######## block 1 ########
Block 1, clock network drawn from the DEF:
(3 px per um)
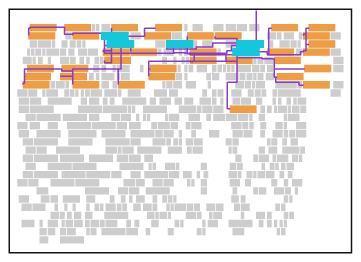

<file path="config.mk">
export PLATFORM = sky130hd
export DESIGN_NAME = rr_arb16
export DESIGN_NICKNAME = d
export VERILOG_FILES = /design/src/rtl/rr_arb16.sv
export SDC_FILE = /design/constraint.sdc
export NUM_CORES = 1
export LEC_CHECK = 0
export CORE_ASPECT_RATIO = 0.7
export CORE_MARGIN = 2
export CORE_UTILIZATION = 50
export DETAILED_ROUTE_END_ITERATION = 12
export GPL_TIMING_DRIVEN = 0
export PLACE_DENSITY_LB_ADDON = 0.3
export SLEW_MARGIN = 10
export SYNTH_ARGS = -nofsm -noshare
export SYNTH_HDL_FRONTEND = slang
export SYNTH_SLANG_ARGS = --single-unit
</file>
<file path="constraint.sdc">
create_clock -name Clock -period 8.85 [get_ports Clock]
set_input_delay 1.77 -clock Clock [delete_from_list [all_inputs] [get_ports Clock]]
set_output_delay 1.77 -clock Clock [all_outputs]
set_load 0.01 [all_outputs]
</file>
<file path="src/rtl/rr_arb16.sv">
// rr_arb16: 16-way round-robin arbiter with grant hold and hold-time limit.
// Ports: Clock, Resetn (async low), Enable, Req[0:15] in; Grant[0:15], Index, Valid, Timeout out.
module rr_arb16 #(
   parameter int HOLD_MAX = 8
) (
   input  logic        Clock,
   input  logic        Resetn,
   input  logic        Enable,
   input  logic [0:15] Req,
   output logic [0:15] Grant,
   output logic [3:0]  Index,
   output logic        Valid,
   output logic        Timeout
);

   localparam logic [0:0] S_IDLE  = 1'b0;
   localparam logic [0:0] S_GRANT = 1'b1;

   logic [0:0]  state_q, state_d;
   logic [3:0]  ptr_q, ptr_d;
   logic [7:0]  cnt_q, cnt_d;
   logic [3:0]  index_q, index_d;
   logic        valid_q, valid_d;
   logic        timeout_q, timeout_d;
   logic [0:15] grant_q, grant_d;

   logic        found;
   logic [3:0]  win;
   logic [3:0]  idx;

   // Search Ptr, Ptr+1, ... wrapping mod 16; first hit wins.
   always_comb begin
      found = 1'b0;
      win   = ptr_q;
      idx   = ptr_q;
      for (int k = 0; k < 16; k++) begin
         idx = ptr_q + 4'(k);
         if (!found && Req[idx]) begin
            found = 1'b1;
            win   = idx;
         end
      end
   end

   always_comb begin
      state_d   = state_q;
      ptr_d     = ptr_q;
      cnt_d     = cnt_q;
      index_d   = index_q;
      valid_d   = valid_q;
      timeout_d = 1'b0;
      unique case (state_q)
         S_IDLE: begin
            valid_d = 1'b0;
            if (Enable && found) begin
               index_d = win;
               valid_d = 1'b1;
               cnt_d   = 8'd1;
               state_d = S_GRANT;
            end
         end
         S_GRANT: begin
            // Release takes priority over timeout on the same edge.
            if (!Req[index_q]) begin
               state_d = S_IDLE;
               valid_d = 1'b0;
               ptr_d   = index_q + 4'd1;
            end else if (cnt_q == 8'(HOLD_MAX)) begin
               state_d   = S_IDLE;
               valid_d   = 1'b0;
               ptr_d     = index_q + 4'd1;
               timeout_d = 1'b1;
            end else begin
               cnt_d = cnt_q + 8'd1;
            end
         end
         default: begin
            state_d = S_IDLE;
            valid_d = 1'b0;
         end
      endcase
   end

   // Decode from the next-state values so Grant is itself a flop
   // and always matches Valid/Index.
   always_comb begin
      grant_d = '0;
      if (valid_d) grant_d[index_d] = 1'b1;
   end

   always_ff @(posedge Clock or negedge Resetn) begin
      if (!Resetn) begin
         state_q   <= S_IDLE;
         ptr_q     <= 4'd0;
         cnt_q     <= 8'd0;
         index_q   <= 4'd0;
         valid_q   <= 1'b0;
         timeout_q <= 1'b0;
         grant_q   <= '0;
      end else begin
         state_q   <= state_d;
         ptr_q     <= ptr_d;
         cnt_q     <= cnt_d;
         index_q   <= index_d;
         valid_q   <= valid_d;
         timeout_q <= timeout_d;
         grant_q   <= grant_d;
      end
   end

   assign Grant   = grant_q;
   assign Index   = index_q;
   assign Valid   = valid_q;
   assign Timeout = timeout_q;

endmodule

</file>
######## block 2 ########
`src/rtl/pipeline_stall_controller.sv`:
```
// Stall/flush sequencer for the 5-stage pipeline: merges RAW hazards, EXE branch
// resolution and the multi-cycle SRAM handshake into per-register freeze/bubble controls.
module pipeline_stall_controller #(
    parameter int TIMEOUT = 255,
    parameter int CNT_W   = 16
) (
    input  logic             clk,
    input  logic             rst_n,
    input  logic             hazard_detected,
    input  logic             branch_taken,
    input  logic             mem_access,
    input  logic             mem_ready,
    input  logic             counters_clr,
    output logic             mem_start,
    output logic             freeze_pc,
    output logic             freeze_if_id,
    output logic             flush_if_id,
    output logic             bubble_id_exe,
    output logic             freeze_id_exe,
    output logic             freeze_exe_mem,
    output logic             bubble_mem_wb,
    output logic             mem_error,
    output logic [CNT_W-1:0] stall_cycles,
    output logic [CNT_W-1:0] flush_count
);

    typedef enum logic [1:0] {
        ST_RUN      = 2'b00,
        ST_MEM_WAIT = 2'b01,
        ST_ERROR    = 2'b10
    } state_t;

    localparam logic [CNT_W-1:0] TIMEOUT_C = CNT_W'(TIMEOUT);
    localparam logic [CNT_W-1:0] CNT_ONE   = CNT_W'(1);
    localparam logic [CNT_W-1:0] CNT_MAX   = {CNT_W{1'b1}};

    state_t           state_r;
    state_t           state_nxt_s;
    logic [CNT_W-1:0] wait_cnt_r;
    logic [CNT_W-1:0] wait_cnt_nxt_s;
    logic             mem_hold_s;

    // Next state and wait counter; an undefined encoding is treated as a fault.
    always_comb begin
        state_nxt_s    = state_r;
        wait_cnt_nxt_s = wait_cnt_r;
        mem_hold_s     = 1'b0;
        mem_start      = 1'b0;
        case (state_r)
            ST_RUN: begin
                mem_hold_s = mem_access;
                mem_start  = mem_access;
                if (mem_access) begin
                    state_nxt_s    = ST_MEM_WAIT;
                    wait_cnt_nxt_s = CNT_ONE;
                end else begin
                    state_nxt_s    = ST_RUN;
                    wait_cnt_nxt_s = {CNT_W{1'b0}};
                end
            end
            ST_MEM_WAIT: begin
                mem_hold_s = ~mem_ready;
                if (mem_ready) begin
                    state_nxt_s    = ST_RUN;
                    wait_cnt_nxt_s = {CNT_W{1'b0}};
                end else if (wait_cnt_r == TIMEOUT_C) begin
                    state_nxt_s = ST_ERROR;
                end else begin
                    wait_cnt_nxt_s = wait_cnt_r + CNT_ONE;
                end
            end
            ST_ERROR: begin
                mem_hold_s  = 1'b1;
                state_nxt_s = ST_ERROR;
            end
            default: begin
                mem_hold_s  = 1'b1;
                state_nxt_s = ST_ERROR;
            end
        endcase
    end

    // Pipeline register controls: memory hold wins, then branch flush, then hazard stall.
    always_comb begin
        freeze_pc      = 1'b0;
        freeze_if_id   = 1'b0;
        flush_if_id    = 1'b0;
        bubble_id_exe  = 1'b0;
        freeze_id_exe  = 1'b0;
        freeze_exe_mem = 1'b0;
        bubble_mem_wb  = 1'b0;
        if (mem_hold_s) begin
            freeze_pc      = 1'b1;
            freeze_if_id   = 1'b1;
            freeze_id_exe  = 1'b1;
            freeze_exe_mem = 1'b1;
            bubble_mem_wb  = 1'b1;
        end else if (branch_taken) begin
            flush_if_id   = 1'b1;
            bubble_id_exe = 1'b1;
        end else if (hazard_detected) begin
            freeze_pc     = 1'b1;
            freeze_if_id  = 1'b1;
            bubble_id_exe = 1'b1;
        end else begin
            freeze_pc = 1'b0;
        end
    end

    // Sequencer state, wait counter and sticky timeout flag.
    always_ff @(posedge clk or negedge rst_n) begin
        if (!rst_n) begin
            state_r    <= ST_RUN;
            wait_cnt_r <= {CNT_W{1'b0}};
            mem_error  <= 1'b0;
        end else begin
            state_r    <= state_nxt_s;
            wait_cnt_r <= wait_cnt_nxt_s;
            mem_error  <= mem_error | (state_nxt_s == ST_ERROR);
        end
    end

    // Saturating performance counters; clear overrides increment.
    always_ff @(posedge clk or negedge rst_n) begin
        if (!rst_n) begin
            stall_cycles <= {CNT_W{1'b0}};
            flush_count  <= {CNT_W{1'b0}};
        end else if (counters_clr) begin
            stall_cycles <= {CNT_W{1'b0}};
            flush_count  <= {CNT_W{1'b0}};
        end else begin
            if (freeze_pc && (stall_cycles != CNT_MAX)) begin
                stall_cycles <= stall_cycles + CNT_ONE;
            end else begin
                stall_cycles <= stall_cycles;
            end
            if (flush_if_id && (flush_count != CNT_MAX)) begin
                flush_count <= flush_count + CNT_ONE;
            end else begin
                flush_count <= flush_count;
            end
        end
    end

endmodule
```
`config.mk`:
```
export PLATFORM = sky130hd
export DESIGN_NAME = pipeline_stall_controller
export DESIGN_NICKNAME = d
export VERILOG_FILES = /design/src/rtl/pipeline_stall_controller.sv
export SDC_FILE = /design/constraint.sdc
export NUM_CORES = 1
export LEC_CHECK = 0
export CORE_MARGIN = 2
export CORE_UTILIZATION = 54
export DETAILED_ROUTE_END_ITERATION = 8
export HOLD_SLACK_MARGIN = 0.08
export PLACE_DENSITY = 0.8
export SLEW_MARGIN = 0
export SYNTH_ARGS = -nofsm -noshare
export SYNTH_HDL_FRONTEND = slang
export SYNTH_SLANG_ARGS = --single-unit
```
`constraint.sdc`:
```
create_clock -name clk -period 2.6 [get_ports clk]
set_input_delay 0.52 -clock clk [delete_from_list [all_inputs] [get_ports clk]]
set_output_delay 0.52 -clock clk [all_outputs]
set_load 0.1 [all_outputs]
```
######## block 3 ########
[src/rtl/jk_excite_ctrl.sv]
// Sequencer that drives a bank of downstream JK flip-flops towards a requested state.
// It drives, verifies through q feedback, retries a bounded number of times, then flags an error.
module jk_excite_ctrl #(
    parameter int WIDTH     = 4,
    parameter int MAX_RETRY = 2
) (
    input  logic             clk,
    input  logic             reset,
    input  logic             tgt_valid,
    output logic             tgt_ready,
    input  logic [WIDTH-1:0] tgt_data,
    input  logic [WIDTH-1:0] q,
    output logic [WIDTH-1:0] j,
    output logic [WIDTH-1:0] k,
    output logic             done,
    output logic             err,
    input  logic             err_clr,
    output logic             busy,
    output logic [7:0]       xfer_cnt
);

    localparam int RW = (MAX_RETRY < 1) ? 1 : $clog2(MAX_RETRY + 1);
    localparam logic [RW-1:0] RETRY_LIM = RW'(MAX_RETRY);

    typedef enum logic [1:0] {
        S_IDLE  = 2'd0,
        S_DRIVE = 2'd1,
        S_CHECK = 2'd2,
        S_ERR   = 2'd3
    } state_t;

    state_t           r_state;
    state_t           w_state_nxt;
    logic [WIDTH-1:0] r_tgt;
    logic [RW-1:0]    r_retry;
    logic [RW-1:0]    w_retry_nxt;
    logic             r_done;
    logic             w_done_nxt;
    logic [7:0]       r_xfer_cnt;
    logic             w_take;
    logic             w_match;

    assign w_take   = (r_state == S_IDLE) && tgt_valid;
    assign w_match  = (q == r_tgt);
    assign done     = r_done;
    assign xfer_cnt = r_xfer_cnt;

    always_ff @(posedge clk or negedge reset) begin
        if (!reset) begin
            r_state    <= S_IDLE;
            r_tgt      <= '0;
            r_retry    <= '0;
            r_done     <= 1'b0;
            r_xfer_cnt <= 8'd0;
        end else begin
            r_state <= w_state_nxt;
            r_retry <= w_retry_nxt;
            r_done  <= w_done_nxt;
            if (w_take) begin
                r_tgt <= tgt_data;
            end
            // Count moves together with the done pulse so both appear in the same cycle.
            if (w_done_nxt) begin
                r_xfer_cnt <= r_xfer_cnt + 8'd1;
            end
        end
    end

    // j/k are only non-zero in DRIVE, and only on bits that must move, so j=k=1 cannot occur.
    always_comb begin
        w_state_nxt = r_state;
        w_retry_nxt = r_retry;
        w_done_nxt  = 1'b0;
        tgt_ready   = 1'b0;
        busy        = 1'b1;
        err         = 1'b0;
        j           = '0;
        k           = '0;
        case (r_state)
            S_IDLE: begin
                tgt_ready = 1'b1;
                busy      = 1'b0;
                if (tgt_valid) begin
                    w_state_nxt = S_DRIVE;
                    w_retry_nxt = '0;
                end
            end
            S_DRIVE: begin
                j           = ~q & r_tgt;
                k           = q & ~r_tgt;
                w_state_nxt = S_CHECK;
            end
            S_CHECK: begin
                if (w_match) begin
                    w_state_nxt = S_IDLE;
                    w_done_nxt  = 1'b1;
                end else if (r_retry < RETRY_LIM) begin
                    w_retry_nxt = r_retry + RW'(1);
                    w_state_nxt = S_DRIVE;
                end else begin
                    w_state_nxt = S_ERR;
                end
            end
            S_ERR: begin
                err = 1'b1;
                if (err_clr) begin
                    w_state_nxt = S_IDLE;
                end
            end
            default: begin
                w_state_nxt = S_IDLE;
            end
        endcase
    end

endmodule

[config.mk]
export PLATFORM = sky130hd
export DESIGN_NAME = jk_excite_ctrl
export DESIGN_NICKNAME = d
export VERILOG_FILES = /design/src/rtl/jk_excite_ctrl.sv
export SDC_FILE = /design/constraint.sdc
export NUM_CORES = 1
export LEC_CHECK = 0
export CAP_MARGIN = 10
export CORE_MARGIN = 5
export CORE_UTILIZATION = 42
export CTS_CLUSTER_SIZE = 30
export DETAILED_ROUTE_END_ITERATION = 8
export HOLD_SLACK_MARGIN = 0.05
export PLACE_DENSITY = 0.73
export SYNTH_ARGS = -nofsm -noshare
export SYNTH_HDL_FRONTEND = slang
export SYNTH_SLANG_ARGS = --single-unit
[constraint.sdc]
create_clock -name clk -period 3.5 [get_ports clk]
set_clock_uncertainty 0.1 [all_clocks]
set_input_delay 0.525 -clock clk [delete_from_list [all_inputs] [get_ports clk]]
set_output_delay 0.525 -clock clk [all_outputs]
set_load 0.02 [all_outputs]
Block 2, clock network drawn from the DEF:
(4 px per um)
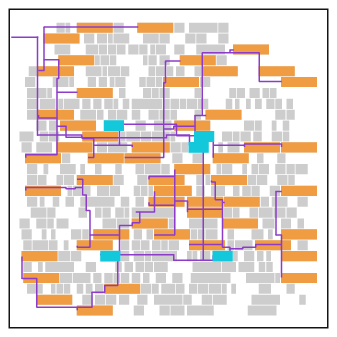
[purple] clock wires | length: 649 um
[orange] flip-flops | count: 51
[cyan] clock drivers | count: 5
routed clock nets	6
flops lie	widely spread
clock network latency to the later pin of the worst-skew pair: 0.30 ns
skew final: 0.004937 ns

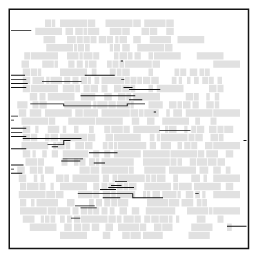
Block 2: metal 3
(3 px per um) Cells faint in the background.
share of all routed wire	4.2%
wire length on this layer	295 um
nets with wire on the layer	39
longest straight run	21.2 um
main direction	horizontal
Routed WL: 6975 um
met3 layer usage reported by global route: 5.909%
count of vias placed by the detailed router: 2747

==> impl_summary.log, block 2 <==
[flow] final metrics
[metrics] run status: finished, final reports clean
[metrics] fill cell total of the finished layout: between 400 and 500
[metrics] Period minus WS final: ~2.5 ns
[metrics] cell count of the worst reg-to-reg path: 5
[metrics] first-pass GRT wire length: approximately 12000 um
[metrics] critical path capture point: freeze_if_id
[metrics] post_cts resized: 0
[metrics] H-tree levels: 2
[metrics] largest fanout of any net on the critical path: 25
[metrics] Slew Limit Fails: 0
[metrics] cell chain of the critical path: clkdlybuf4s50_1 > inv_1 > a2111oi_4 > buf_12 > clkinvlp_4 > buf_12
[metrics] Top-area cell share: between 40% and 50%
[metrics] most frequently placed logic cells in the final layout: sky130_fd_sc_hd__dfrtp_1, sky130_fd_sc_hd__buf_4, sky130_fd_sc_hd__a21oi_1
[metrics] Critical path origin: branch_taken
[metrics] number of warnings in the stage logs: 27
[metrics] Simple Share, Synth: a little under a third
[metrics] multi-input logic area: roughly 0.0017 mm2
[metrics] clock tree from TritonCTS: built
[metrics] critical path depth in cells: 6
[metrics] proportion of register bits with asynchronous set or reset after synthesis: 100.0%
[metrics] antenna violations before repair: 0
[metrics] Post-Synth Adder-Cell Area: 1.229%
[block 2: routing by layer]
layer | vias to the layer above | global-route usage, % | part of all wire, %
met1 | 1342 | 32.45 | 44
li1 | 1327 | - | -
met5 | - | 0 | 0
met3 | 8 | 5.909 | 4.2
met2 | 70 | 41.36 | 51
met4 | 0 | 6.034 | 1.0
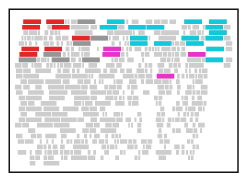
Block 1: where the registers sit
(2 px per um) Other sequential cells in the stronger grey, the rest of the logic in the fainter grey.
colour	netlist name	flops	where
red	cnt_q	8	upper left
magenta	Index	4	top centre
cyan	Grant	16	upper right
not coloured	7
share of the core filled with cells: 60.79%
share of the final layout cell area in sequential cells: 17.99%
register area: 875.8 um2

Notes on 'clock network drawn from the DEF' of block 1 above:
[cyan] clock drivers | count: 5
[orange] flip-flops | count: 35
[purple] clock wires | length: 439 um
routed clock nets	6
skew final: 0.009794 ns
clock network latency to the later pin of the worst-skew pair: 0.28 ns

==> impl_summary.log, block 1 <==
[flow] final metrics
[metrics] run status: finished, final reports clean
[metrics] Setup Buffers After CTS: 0
[metrics] Top Ports: roughly 41
[metrics] uppermost layer routed: met4
[metrics] Site Rows: 27
[metrics] arrival time of the worst setup path: about 6.1 ns
[metrics] Global Route met1 Usage: 49.86%
[metrics] Post-Synth Adder-Cell Area: 2.978%
[metrics] CP peak stage delay: 0.84 ns
[metrics] Signal buffers: 62
[metrics] clock tree from TritonCTS: built
[metrics] grt ovf: 0
[metrics] count of vias placed by the detailed router: 4109
[metrics] library cell appearing most often on the critical path: sky130_fd_sc_hd__nor2_1
[metrics] DIE AREA: 0.009164 mm2
[metrics] Worst Hold Path EP: cnt_q[0]
[metrics] setup slack, reg-to-reg: approximately 3.1 ns
block 1: through the flow:
stage          cell area [um2]  setup slack (ns)  utilization [%]  hold slack [ns]
2_1_floorplan             4202             4.241                -           0.4932
3_3_place_gp              4728             2.820            59.06           0.5220
3_5_place_dp              4723             2.869            58.99           0.5306
4_1_cts                   4867             3.137            60.79           0.5439
5_1_grt                   4867             2.786            60.79           0.5947
6_report                  4867             2.997            60.79           0.5458
block 1: state kept, by name, indices dropped and copies added, names as in the netlist:
register  count
state_q       1
ptr_q         4
Grant        16
Timeout       1
cnt_q         8
Index         4
Valid         1
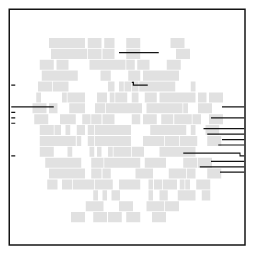
Block 3: metal 3
(4 px per um) Cells faint in the background.
longest straight run	14.0 um
nets with wire on the layer	18
wire length on this layer	112 um
main direction	horizontal
Routed WL: 1902 um
count of vias placed by the detailed router: 741

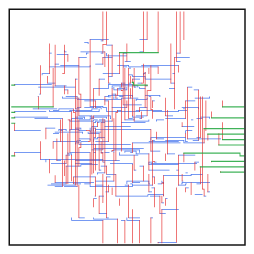
Block 3: routed metal, one colour a layer
(4 px per um)
colour	layer	wire length
red	metal 2	950 um
blue	metal 1	840 um
green	metal 3	112 um
overall fraction of global-route tracks in use: 11.94%
post-detailed-route wirelength per cell: 12.60 um

==> impl_summary.log, block 3 <==
[flow] final metrics
[metrics] multi-input logic area: 496.7 um2
[metrics] AND-OR/OR-AND share of the synthesized area: 4.040%
[metrics] total met3 wirelength after detailed routing: about 110 um
[metrics] antenna-violating nets left: 0
[metrics] M1 WL: 840 um
[metrics] setup slack, reg-to-reg: approximately 1.6 ns
[metrics] Signal buffers: 31
[metrics] average cell area after synthesis: 10.89 um2
[metrics] proportion of register bits with asynchronous set or reset after synthesis: 100.0%
[metrics] run status: finished, final reports clean
[metrics] start point of the worst hold path: xfer_cnt[7]
[metrics] most used standard cells in the synthesized netlist: sky130_fd_sc_hd__dfrtp_1, sky130_fd_sc_hd__inv_1, sky130_fd_sc_hd__ha_1
[metrics] first-pass GRT wire length: between 3000 and 4000 um
[metrics] arrival time of the worst setup path: 1.93 ns
[metrics] Final Hold Fails: 0
[metrics] count of inverters other than clock inverters in the layout: 11
[metrics] startpoint-to-endpoint class of the critical path: input pin to output port
[metrics] worst setup slack before clock tree synthesis: slightly above 0.9 ns
[metrics] share of the final layout cell area in sequential cells: a little under a third
[metrics] critical path depth in cells: 5
[metrics] Clock Buffer Count: 4
[metrics] Hold-fix buffers, CTS: 0
[block 3: flip-flops by register name, indices dropped and copies added (netlist names)]
signal	flops
done	1
r_state	2
xfer_cnt	8
r_retry	2
r_tgt	4
[block 3: per-stage QoR]
stage	hold slack (ns)	cell area [um2]	utilization (%)	cells
2_1_floorplan	0.1294	991.0	-	91
3_3_place_gp	0.3593	1309	58.60	147
3_5_place_dp	0.3764	1309	58.60	147
4_1_cts	0.3921	1335	59.78	151
5_1_grt	0.4134	1335	59.78	151
6_report	0.3831	1335	59.78	151

######## block 4 ########
Block 4, clock network drawn from the DEF:
(4 px per um)
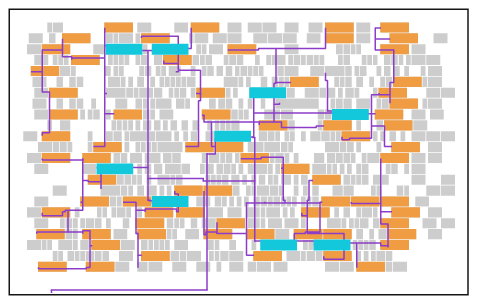

$ cat src/rtl/pdp8_pkg.sv
// rtl/pdp8_pkg.sv - PDP-8 opcode, IR field and EA sequencer state definitions
package pdp8_pkg;

    localparam logic [2:0] OP_AND = 3'd0;
    localparam logic [2:0] OP_TAD = 3'd1;
    localparam logic [2:0] OP_ISZ = 3'd2;
    localparam logic [2:0] OP_DCA = 3'd3;
    localparam logic [2:0] OP_JMS = 3'd4;
    localparam logic [2:0] OP_JMP = 3'd5;

    localparam int IR_OP_HI  = 11;
    localparam int IR_OP_LO  = 9;
    localparam int IR_I_BIT  = 8;
    localparam int IR_Z_BIT  = 7;
    localparam int IR_OFF_HI = 6;

    localparam logic [11:0] AUTO_LO_DEF = 12'o0010;
    localparam logic [11:0] AUTO_HI_DEF = 12'o0017;

    typedef enum logic [2:0] {
        ST_IDLE,
        ST_IND_RD,
        ST_AUTO_WR,
        ST_JMS_WR,
        ST_DONE
    } ea_state_t;

endpackage

$ cat src/rtl/ea_direct_calc.sv
// rtl/ea_direct_calc.sv - combinational current-page / zero-page direct address former
module ea_direct_calc
    import pdp8_pkg::*;
#(
    parameter int AW = 12
) (
    input  logic                  z,
    input  logic [IR_OFF_HI:0]    off,
    input  logic [AW-1:IR_OFF_HI+1] page,
    output logic [AW-1:0]         addr
);

    assign addr = z ? {page, off} : {{(AW-IR_OFF_HI-1){1'b0}}, off};

endmodule

$ cat src/rtl/ea_sequencer.sv
// rtl/ea_sequencer.sv - PDP-8 memory-reference effective-address sequencer
// Optional auto-index increment/write-back enabled by defining EA_AUTOINDEX_EN.
module ea_sequencer
    import pdp8_pkg::*;
#(
    parameter int            AW      = 12,
    parameter logic [AW-1:0] AUTO_LO = AUTO_LO_DEF,
    parameter logic [AW-1:0] AUTO_HI = AUTO_HI_DEF
) (
    input  logic          CLK,
    input  logic          CLR,
    input  logic          START,
    input  logic [AW-1:0] IR,
    input  logic [AW-1:0] PCLAT,
    input  logic [AW-1:0] RET_PC,
    output logic [AW-1:0] MEM_ADDR,
    output logic          MEM_RD,
    output logic          MEM_WR,
    output logic [AW-1:0] MEM_WDATA,
    input  logic [AW-1:0] MEM_RDATA,
    input  logic          MEM_ACK,
    output logic [AW-1:0] EA,
    output logic          EA_VALID,
    output logic [AW-1:0] PC_IN,
    output logic          PC_LD,
    output logic          BUSY
);

`ifdef EA_AUTOINDEX_EN
    localparam bit AUTO_EN = 1'b1;
`else
    localparam bit AUTO_EN = 1'b0;
`endif

    ea_state_t     state;
    logic [2:0]    op_q;
    logic [AW-1:0] dir_q;
    logic [AW-1:0] ret_q;

    logic [2:0]    ir_op;
    logic [AW-1:0] dir_in;
    logic          start_ok;
    logic          auto_hit;
    logic [AW-1:0] ptr_next;
    logic          enter_done;
    logic [2:0]    done_op;
    logic [AW-1:0] done_ea;

    assign ir_op    = IR[IR_OP_HI:IR_OP_LO];
    assign start_ok = START && (ir_op <= OP_JMP);
    assign auto_hit = AUTO_EN && (dir_q >= AUTO_LO) && (dir_q <= AUTO_HI);
    assign ptr_next = auto_hit ? MEM_RDATA + AW'(1) : MEM_RDATA;

    ea_direct_calc #(.AW(AW)) u_direct (
        .z    (IR[IR_Z_BIT]),
        .off  (IR[IR_OFF_HI:0]),
        .page (PCLAT[AW-1:IR_OFF_HI+1]),
        .addr (dir_in)
    );

    // Detects the edge on which the final EA is known, so the DONE strobes can be registered.
    always_comb begin
        enter_done = 1'b0;
        done_op    = op_q;
        done_ea    = EA;
        case (state)
            ST_IDLE: begin
                done_op    = ir_op;
                done_ea    = dir_in;
                enter_done = start_ok && !IR[IR_I_BIT] && (ir_op != OP_JMS);
            end
            ST_IND_RD: begin
                done_ea    = ptr_next;
                enter_done = MEM_ACK && !auto_hit && (op_q != OP_JMS);
            end
`ifdef EA_AUTOINDEX_EN
            ST_AUTO_WR: enter_done = MEM_ACK && (op_q != OP_JMS);
`endif
            ST_JMS_WR:  enter_done = MEM_ACK;
            default:    enter_done = 1'b0;
        endcase
    end

    always_ff @(posedge CLK) begin
        if (CLR) begin
            state     <= ST_IDLE;
            op_q      <= '0;
            dir_q     <= '0;
            ret_q     <= '0;
            MEM_ADDR  <= '0;
            MEM_RD    <= 1'b0;
            MEM_WR    <= 1'b0;
            MEM_WDATA <= '0;
            EA        <= '0;
            EA_VALID  <= 1'b0;
            PC_IN     <= '0;
            PC_LD     <= 1'b0;
            BUSY      <= 1'b0;
        end else begin
            EA_VALID <= enter_done && (done_op inside {OP_AND, OP_TAD, OP_ISZ, OP_DCA});
            PC_LD    <= enter_done && ((done_op == OP_JMS) || (done_op == OP_JMP));
            if (enter_done && done_op == OP_JMS)
                PC_IN <= done_ea + AW'(1);
            else if (enter_done && done_op == OP_JMP)
                PC_IN <= done_ea;
            if (enter_done)
                state <= ST_DONE;

            case (state)
                ST_IDLE: if (start_ok) begin
                    op_q     <= ir_op;
                    dir_q    <= dir_in;
                    ret_q    <= RET_PC;
                    EA       <= dir_in;
                    MEM_ADDR <= dir_in;
                    BUSY     <= 1'b1;
                    if (IR[IR_I_BIT]) begin
                        state  <= ST_IND_RD;
                        MEM_RD <= 1'b1;
                    end else if (ir_op == OP_JMS) begin
                        state     <= ST_JMS_WR;
                        MEM_WR    <= 1'b1;
                        MEM_WDATA <= RET_PC;
                    end
                end
                ST_IND_RD: if (MEM_ACK) begin
                    MEM_RD <= 1'b0;
                    EA     <= ptr_next;
`ifdef EA_AUTOINDEX_EN
                    if (auto_hit) begin
                        state     <= ST_AUTO_WR;
                        MEM_WR    <= 1'b1;
                        MEM_WDATA <= ptr_next;
                    end else
`endif
                    if (op_q == OP_JMS) begin
                        state     <= ST_JMS_WR;
                        MEM_WR    <= 1'b1;
                        MEM_ADDR  <= ptr_next;
                        MEM_WDATA <= ret_q;
                    end
                end
`ifdef EA_AUTOINDEX_EN
                ST_AUTO_WR: if (MEM_ACK) begin
                    // Write strobe stays high: the JMS return store follows back to back.
                    if (op_q == OP_JMS) begin
                        state     <= ST_JMS_WR;
                        MEM_ADDR  <= EA;
                        MEM_WDATA <= ret_q;
                    end else begin
                        MEM_WR <= 1'b0;
                    end
                end
`endif
                ST_JMS_WR: if (MEM_ACK) MEM_WR <= 1'b0;
                ST_DONE: begin
                    state <= ST_IDLE;
                    BUSY  <= 1'b0;
                end
                default: state <= ST_IDLE;
            endcase
        end
    end

endmodule

$ cat config.mk
export PLATFORM = sky130hd
export DESIGN_NAME = ea_sequencer
export DESIGN_NICKNAME = d
export VERILOG_FILES = /design/src/rtl/pdp8_pkg.sv /design/src/rtl/ea_direct_calc.sv /design/src/rtl/ea_sequencer.sv
export SDC_FILE = /design/constraint.sdc
export NUM_CORES = 1
export LEC_CHECK = 0
export ABC_AREA = 1
export CAP_MARGIN = 20
export CORE_ASPECT_RATIO = 0.6
export CORE_MARGIN = 3
export CORE_UTILIZATION = 50
export DETAILED_ROUTE_END_ITERATION = 12
export MAX_ROUTING_LAYER = met4
export PLACE_DENSITY = 0.84
export SYNTH_ARGS = -nofsm -noshare
export SYNTH_HDL_FRONTEND = slang
export SYNTH_SLANG_ARGS = --single-unit
$ cat constraint.sdc
create_clock -name CLK -period 3 [get_ports CLK]
set_input_delay 0.6 -clock CLK [delete_from_list [all_inputs] [get_ports CLK]]
set_output_delay 0.6 -clock CLK [all_outputs]
set_load 0.005 [all_outputs]
######## block 5 ########
File: config.mk
export PLATFORM = sky130hd
export DESIGN_NAME = ct_stream_loader
export DESIGN_NICKNAME = d
export VERILOG_FILES = /design/src/rtl/ct_stream_loader.sv
export SDC_FILE = /design/constraint.sdc
export NUM_CORES = 1
export LEC_CHECK = 0
export CORE_MARGIN = 1
export CORE_UTILIZATION = 45
export DETAILED_ROUTE_END_ITERATION = 8
export PLACE_DENSITY = 0.8
export SLEW_MARGIN = 20
export SYNTH_ARGS = -nofsm -noshare
export SYNTH_HDL_FRONTEND = slang
export SYNTH_SLANG_ARGS = --single-unit
export TNS_END_PERCENT = 10
File: constraint.sdc
create_clock -name clk -period 5.1 [get_ports clk]
set_input_delay 0.765 -clock clk [delete_from_list [all_inputs] [get_ports clk]]
set_output_delay 0.765 -clock clk [all_outputs]
set_load 0.1 [all_outputs]
File: src/rtl/ct_stream_loader.sv
// Serial-to-parallel loader that assembles two ciphertexts (A/B vectors of N slots each) for ct_ct_add.
// Optional coefficient range check against Q is enabled by defining CT_LOADER_RANGE_CHECK_EN.
`ifndef W_BITS
`define W_BITS 16
`endif
`ifndef Q_MOD
`define Q_MOD 7710
`endif

module ct_stream_loader #(
  parameter int N = 8,
  parameter int W = `W_BITS,
  parameter int Q = `Q_MOD
) (
  input  logic                      clk,
  input  logic                      rst_n,
  input  logic                      s_valid,
  output logic                      s_ready,
  input  logic [W-1:0]              s_data,
  input  logic                      s_last,
  output logic                      m_valid,
  input  logic                      m_ready,
  output logic [1:0][N-1:0][W-1:0]  m_ct1,
  output logic [1:0][N-1:0][W-1:0]  m_ct2,
  output logic                      frame_err,
  output logic                      range_err
);

  localparam int FRAME = 4 * N;
  localparam int IW    = $clog2(FRAME);
  localparam int SLW   = $clog2(N);

  typedef enum logic {FILL, FULL} state_t;

  state_t          state;
  logic [IW-1:0]   idx;
  logic            last_idx;
  logic            xfer;
  logic            store;
  logic            sel_ct;
  logic            sel_vec;
  logic [SLW-1:0]  slot;

  // Handshake flags come straight from the state register, no input feedthrough.
  assign s_ready  = (state == FILL);
  assign m_valid  = (state == FULL);

  assign last_idx = (idx == IW'(FRAME - 1));
  assign xfer     = s_valid && (state == FILL);
  // A word is kept only when s_last agrees with the frame position; any mismatch is a framing error.
  assign store    = xfer && (last_idx == s_last);

  // idx layout: [msb] = ct1/ct2, [msb-1] = A/B (vector index 0 = A, 1 = B), low bits = slot.
  assign sel_ct   = idx[IW-1];
  assign sel_vec  = idx[IW-2];
  assign slot     = idx[SLW-1:0];

  always_ff @(posedge clk or negedge rst_n) begin
    if (!rst_n) begin
      state     <= FILL;
      idx       <= '0;
      m_ct1     <= '0;
      m_ct2     <= '0;
      frame_err <= 1'b0;
    end else begin
      frame_err <= 1'b0;
      if (state == FULL) begin
        if (m_ready) state <= FILL;
      end else if (xfer) begin
        if (store) begin
          if (sel_ct) m_ct2[sel_vec][slot] <= s_data;
          else        m_ct1[sel_vec][slot] <= s_data;
          if (last_idx) begin
            idx   <= '0;
            state <= FULL;
          end else begin
            idx   <= idx + 1'b1;
          end
        end else begin
          // Early or missing s_last: drop the word and resynchronise to a fresh frame.
          frame_err <= 1'b1;
          idx       <= '0;
        end
      end
    end
  end

`ifdef CT_LOADER_RANGE_CHECK_EN
  localparam logic [W:0] Q_EXT = (W+1)'(Q);

  function automatic logic out_of_range(input logic [W-1:0] d);
    return ({1'b0, d} >= Q_EXT);
  endfunction

  // Sticky until reset; discarded words never raise it.
  always_ff @(posedge clk or negedge rst_n) begin
    if (!rst_n) begin
      range_err <= 1'b0;
    end else if (store && out_of_range(s_data)) begin
      range_err <= 1'b1;
    end
  end
`else
  assign range_err = 1'b0;
`endif

endmodule
######## block 6 ########
==> src/rtl/boot_seq_pkg.sv <==
// Shared types for the boot clock sequencer: FSM state encoding, counter widths
// and the Moore output decode used by the top level.
package boot_seq_pkg;

  localparam int CNT_W   = 8;
  localparam int RETRY_W = 2;

  typedef enum logic [2:0] {
    ST_IDLE    = 3'd0,
    ST_SETTLE  = 3'd1,
    ST_PLL_ON  = 3'd2,
    ST_SWITCH  = 3'd3,
    ST_RUN     = 3'd4,
    ST_BACKOFF = 3'd5,
    ST_FAULT   = 3'd6,
    ST_BAD     = 3'd7
  } state_t;

  typedef struct packed {
    logic pll_en;
    logic switch_req;
    logic fabric_rst;
    logic done;
    logic fault;
  } outs_t;

  function automatic outs_t decode_outs(input state_t s);
    outs_t o;
    o = '{pll_en: 1'b0, switch_req: 1'b0, fabric_rst: 1'b1, done: 1'b0, fault: 1'b0};
    case (s)
      ST_PLL_ON: o.pll_en = 1'b1;
      ST_SWITCH: begin
        o.pll_en     = 1'b1;
        o.switch_req = 1'b1;
      end
      ST_RUN: begin
        o.pll_en     = 1'b1;
        o.switch_req = 1'b1;
        o.fabric_rst = 1'b0;
        o.done       = 1'b1;
      end
      ST_FAULT: o.fault = 1'b1;
      default: ;
    endcase
    return o;
  endfunction

endpackage

==> src/rtl/boot_seq_lock_filter.sv <==
// Two-flop synchroniser for the asynchronous PLL lock. With BOOT_SEQ_LOCK_FILTER_EN
// defined, lock asserts only after 4 consecutive high samples and drops on the first low.
module boot_seq_lock_filter (
  input  logic clk,
  input  logic reset,
  input  logic pll_lock,
  output logic lock
);

  logic [1:0] sync_q;

  always_ff @(posedge clk) begin
    if (reset) sync_q <= '0;
    else       sync_q <= {sync_q[0], pll_lock};
  end

`ifdef BOOT_SEQ_LOCK_FILTER_EN
  // Counts consecutive high samples seen before the current one, saturating at 3.
  logic [1:0] run_q;

  always_ff @(posedge clk) begin
    if (reset || !sync_q[1])  run_q <= '0;
    else if (run_q != 2'd3)   run_q <= run_q + 2'd1;
  end

  assign lock = sync_q[1] && (run_q == 2'd3);
`else
  assign lock = sync_q[1];
`endif

endmodule

==> src/rtl/boot_clk_sequencer.sv <==
// Boot clock sequencer: settle, enable PLL, wait for lock, switch the clock mux,
// release fabric reset; bounded retries then a sticky fault. Optional BOOT_SEQ_LOCK_FILTER_EN.
module boot_clk_sequencer
  import boot_seq_pkg::*;
#(
  parameter int SETTLE_CYCLES = 16,
  parameter int LOCK_TIMEOUT  = 64,
  parameter int MAX_RETRIES   = 2
) (
  input  logic               clk,
  input  logic               reset,
  input  logic               start,
  input  logic               pll_lock,
  input  logic               switch_ack,
  output logic               pll_en,
  output logic               switch_req,
  output logic               fabric_rst,
  output logic               done,
  output logic               fault,
  output logic [RETRY_W-1:0] retry_cnt,
  output logic [2:0]         state
);

  localparam logic [CNT_W-1:0]   SETTLE_LAST  = CNT_W'(SETTLE_CYCLES - 1);
  localparam logic [CNT_W-1:0]   TIMEOUT_LAST = CNT_W'(LOCK_TIMEOUT - 1);
  localparam logic [RETRY_W-1:0] RETRY_MAX    = RETRY_W'(MAX_RETRIES);

  state_t             state_q, state_d;
  logic [CNT_W-1:0]   cnt_q;
  logic [RETRY_W-1:0] retry_q, retry_d;
  logic               retry_req;
  logic               lock;
  outs_t              outs_q;

  boot_seq_lock_filter u_lock_filter (
    .clk      (clk),
    .reset    (reset),
    .pll_lock (pll_lock),
    .lock     (lock)
  );

  // NOTE: every signal written here gets a default first, so no path leaves it unassigned (no latch).
  always_comb begin
    state_d   = state_q;
    retry_d   = retry_q;
    retry_req = 1'b0;
    case (state_q)
      ST_IDLE:              if (start) state_d = ST_SETTLE;
      ST_SETTLE, ST_BACKOFF: if (cnt_q >= SETTLE_LAST) state_d = ST_PLL_ON;
      ST_PLL_ON: begin
        if (lock)                       state_d   = ST_SWITCH;
        else if (cnt_q >= TIMEOUT_LAST) retry_req = 1'b1;
      end
      ST_SWITCH: begin
        // Losing lock outranks an ack arriving in the same cycle.
        if (!lock)                      retry_req = 1'b1;
        else if (switch_ack)            state_d   = ST_RUN;
        else if (cnt_q >= TIMEOUT_LAST) retry_req = 1'b1;
      end
      ST_RUN:   if (!lock) retry_req = 1'b1;
      ST_FAULT: ;
      default:  state_d = ST_IDLE;
    endcase

    if (retry_req) begin
      if (retry_q < RETRY_MAX) begin
        state_d = ST_BACKOFF;
        retry_d = retry_q + RETRY_W'(1);
      end else begin
        state_d = ST_FAULT;
      end
    end
  end

  // NOTE: sequential state uses non-blocking assignments so all flops update from pre-edge values.
  always_ff @(posedge clk) begin
    if (reset) begin
      state_q <= ST_IDLE;
      cnt_q   <= '0;
      retry_q <= '0;
      outs_q  <= decode_outs(ST_IDLE);
    end else begin
      state_q <= state_d;
      retry_q <= retry_d;
      outs_q  <= decode_outs(state_d);
      // Counter restarts on each state entry and saturates rather than wrapping.
      if (state_d != state_q)      cnt_q <= '0;
      else if (cnt_q != '1)        cnt_q <= cnt_q + CNT_W'(1);
    end
  end

  assign pll_en     = outs_q.pll_en;
  assign switch_req = outs_q.switch_req;
  assign fabric_rst = outs_q.fabric_rst;
  assign done       = outs_q.done;
  assign fault      = outs_q.fault;
  assign retry_cnt  = retry_q;
  assign state      = state_q;

endmodule

==> config.mk <==
export PLATFORM = sky130hd
export DESIGN_NAME = boot_clk_sequencer
export DESIGN_NICKNAME = d
export VERILOG_FILES = /design/src/rtl/boot_seq_pkg.sv /design/src/rtl/boot_seq_lock_filter.sv /design/src/rtl/boot_clk_sequencer.sv
export SDC_FILE = /design/constraint.sdc
export NUM_CORES = 1
export LEC_CHECK = 0
export CORE_MARGIN = 4
export CORE_UTILIZATION = 40
export CTS_CLUSTER_DIAMETER = 120
export DETAILED_ROUTE_END_ITERATION = 6
export GPL_ROUTABILITY_DRIVEN = 0
export GPL_TIMING_DRIVEN = 0
export SYNTH_ARGS = -nofsm -noshare
export SYNTH_HDL_FRONTEND = slang
export SYNTH_HIERARCHICAL = 1
export SYNTH_SLANG_ARGS = --single-unit
==> constraint.sdc <==
create_clock -name clk -period 2.05 [get_ports clk]
set_input_delay 0.41 -clock clk [delete_from_list [all_inputs] [get_ports clk]]
set_output_delay 0.41 -clock clk [all_outputs]
set_load 0.02 [all_outputs]
Block 5, metal 3:
(1 px per um) Cells faint in the background.
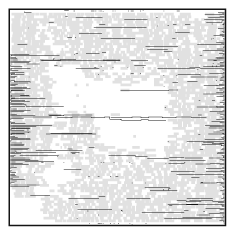
longest straight run	78.7 um
nets with wire on the layer	327
wire length on this layer	4230 um
met3 layer usage reported by global route: 6.115%
count of vias placed by the detailed router: 12730

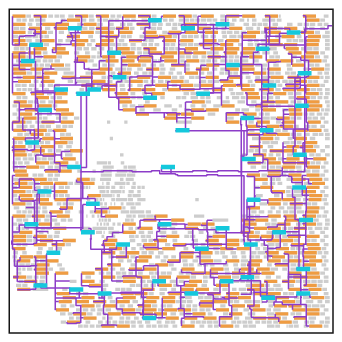
Block 5: clock network drawn from the DEF
(1.5 px per um)
[cyan] clock drivers | count: 53
[purple] clock wires | length: 6200 um
[orange] flip-flops | count: 519
flops lie	widely spread
routed clock nets	54
power of the clock network: 4030 uW
skew final: 0.02611 ns
power share of the clock group: 28.1%

==> impl_summary.log, block 5 <==
[flow] final metrics
[metrics] run status: finished, final reports clean
[metrics] number of warnings issued by yosys: 0
[metrics] Comb power: 5440 uW
[metrics] nature of the critical path startpoint: flip-flop
[metrics] total negative slack for setup checks: 0 ns
[metrics] DRT iter0 DRCs: 781
[metrics] main power-consuming group: combinational logic
[metrics] cell area after layout: between 0.02 and 0.03 mm2
[metrics] post-route insts no fill: roughly 2400
[metrics] part of the total power dissipated in sequential elements: approximately 34%
[metrics] multiplexer fraction of the synthesized cell area: ~30%
[metrics] Top Ports: around 540
[metrics] first-pass iteration count of the detailed router: 4
[metrics] Seq power: approximately 4900 uW
[metrics] Layout Area Growth over Synthesis: 37.83%
[metrics] most used standard cells in the synthesized netlist: sky130_fd_sc_hd__dfrtp_1, sky130_fd_sc_hd__mux2_2, sky130_fd_sc_hd__mux2_4
[metrics] share of the core filled with cells: 63.28%
[metrics] cell count of the worst reg-to-reg path: 8
[metrics] Hold-fix buffers, CTS: 0
[metrics] switching fraction of total power: 42.60%
[block 5: flip-flops by register name, summed over array words and instances (netlist names)]
signal / flops
m_ct2: 256
idx: 5
frame_err: 1
m_ct1: 256
m_valid: 1
[block 5: layout make-up]
cell class	count	area, um2	area share [%]
sequential	519	12990	46.21
multi-input combinational	588	6840	24.34
timing repair buffer	571	5700	20.28
clock buffer	77	1568	5.578
tap	592	740.7	2.636
clock inverter	16	247.7	0.8815
inverter	4	15.01	0.05342
antenna	2	5.005	0.01781
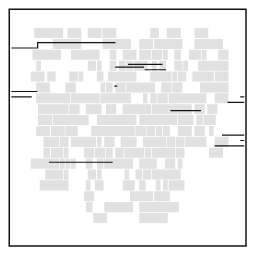
Block 6: metal 3
(4 px per um) Cells faint in the background.
share of all routed wire	4.2%
main direction	horizontal
nets with wire on the layer	13
wire length on this layer	99.3 um
longest straight run	19.3 um
met3 layer usage reported by global route: 1.974%
count of vias placed by the detailed router: 923

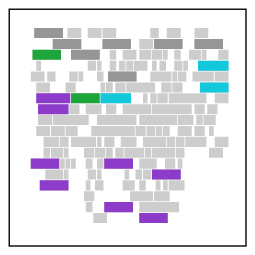
Block 6: where the registers sit
(4 px per um) Other sequential cells in the stronger grey, the rest of the logic in the fainter grey.
colour	netlist name	flops
purple	cnt_q	8
green	u_lock_filter/sync_q	2
cyan	state	3
not coloured	7
Seq power: 460 uW
share of the core filled with cells: 62.63%
register area: 407.9 um2

==> impl_summary.log, block 6 <==
[flow] final metrics
[metrics] Worst Hold Path EP: u_lock_filter/sync_q[1]
[metrics] post-route insts no fill: 176
[metrics] count of flip-flops with a built-in enable after synthesis: 0
[metrics] required time of the critical path: 2.28 ns
[metrics] met2 routing resource usage after global routing: 23.19%
[metrics] worst setup slack before clock tree synthesis: -0.2313 ns
[metrics] main logic family after synthesis: simple AND/OR/NAND/NOR gates
[metrics] number of setup violations in the final report: 0
[metrics] largest register by flop count: cnt_q
[metrics] element type at the critical path end: flip-flop
[metrics] # diodes: 0
[metrics] Routed WL: 2379 um
[metrics] run status: finished, final reports clean
[metrics] Dominant Register Cell: sky130_fd_sc_hd__dfxtp_1
[metrics] share of the final layout cell area in sequential cells: 26.29%
[metrics] die height: 58.80 um
[metrics] clock tree from TritonCTS: built
[metrics] gate family responsible for the most delay along the worst path: AND-OR/OR-AND gates
[metrics] dominant kind of cell by area: multi-input combinational cells
[metrics] number of warnings in the stage logs: 27
[metrics] multi-input logic area: 705.7 um2
[metrics] Site Rows: 18
[metrics] number of well-tap cells placed: 30
[metrics] Global Route met1 Usage: 20.86%
[metrics] clock network latency to the later pin of the worst-skew pair: about 0.30 ns
[metrics] Final nets: 153
[metrics] CP peak stage delay: ~0.37 ns
[metrics] flip-flop count of the largest register after layout: 8
[metrics] Clock buf/inv share: between 3 and 4%
==> block 6: cells in the final DEF (no fill, tap or decap), drive strengths merged, types with 2 or more instances in the layout <==
cell type,instances
clkbuf,4
nand2b,2
buf,19
inv,8
o21ai,7
a21oi,6
nand2,6
xor2,2
xnor2,3
and3,2
dfxtp,20
and2,4
clkdlybuf4s50,14
nor2b,3
nor2,9
nor3,12
nand3,2
a31oi,3
==> block 6: report_power, final <==
part / total, uW / switching (uW) / internal [uW]
clock network: 322 / 125 / 197
logic: 603 / 284 / 319
registers: 460 / 31.7 / 429
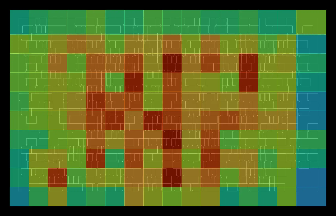
Block 4: routing congestion
post-detailed-route wirelength per cell: 14.61 um
Global Route met1 Usage: 37.47%

About 'clock network drawn from the DEF' of block 4:
[cyan] clock drivers | count: 9
[purple] clock wires | length: 904 um
[orange] flip-flops | count: 71
flops lie	widely spread
clock network latency to the later pin of the worst-skew pair: 0.33 ns
power of the clock network: 1120 uW
skew final: 0.008032 ns

==> impl_summary.log, block 4 <==
[flow] final metrics
[metrics] register area: 0.001421 mm2
[metrics] final total power: 3090 uW
[metrics] run status: finished, final reports clean
[metrics] fp_density: 52.06%
[metrics] worst slew margin relative to its limit: 40.68%
[metrics] number of well-tap cells placed: 87
[metrics] cell total in the yosys stat output: approximately 510
[metrics] cell area after layout: about 0.0048 mm2
[metrics] Internal Power: 2130 uW
[metrics] CP peak stage delay: 0.71 ns
[metrics] critical path depth in cells: 10
[metrics] summed standard-cell area reported by yosys: 0.003521 mm2
[metrics] required time of the critical path: 3.25 ns
[metrics] Routed WL: about 10000 um
[metrics] final worst-path setup slack: 0.4149 ns
[metrics] number of warnings in the stage logs: 33
block 4: routing by layer:
layer | vias to the layer above | GRT usage [%] | wire length, um
met4 | 0 | 7.378 | 114
met2 | 157 | 38.00 | 4276
li1 | 1860 | - | -
met5 | - | - | 0
met3 | 13 | 6.325 | 828
met1 | 1701 | 37.47 | 4934
block 4: power by group through the flow:
stage          clock [uW]  combinational [uW]  sequential [uW]
2_1_floorplan           0                 487             1130
3_3_place_gp            0                 823             1130
3_5_place_dp            0                 843             1130
4_1_cts              1130                 848             1110
5_1_grt              1160                 949             1130
6_report             1120                 858             1110


==> layout pictures side by side <==
Where the registers sit.
(a)
(4 px per um) Other sequential cells in the stronger grey, the rest of the logic in the fainter grey.
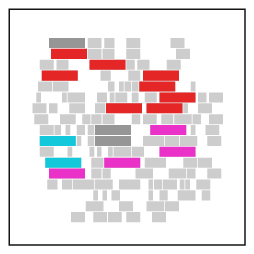
(b)
(1 px per um) Other sequential cells in the stronger grey, the rest of the logic in the fainter grey.
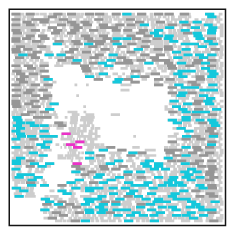
(c)
(3 px per um) Other sequential cells in the stronger grey, the rest of the logic in the fainter grey.
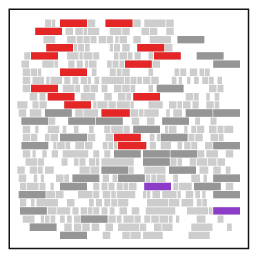
(a) comes from block 3.
(c) comes from block 2.
(b) comes from block 5.

Key to (c):
colour	netlist name	flops
red	stall_cycles	16
purple	state_r	2

Power figures rest on the tool's default switching activity, not on a simulated workload.
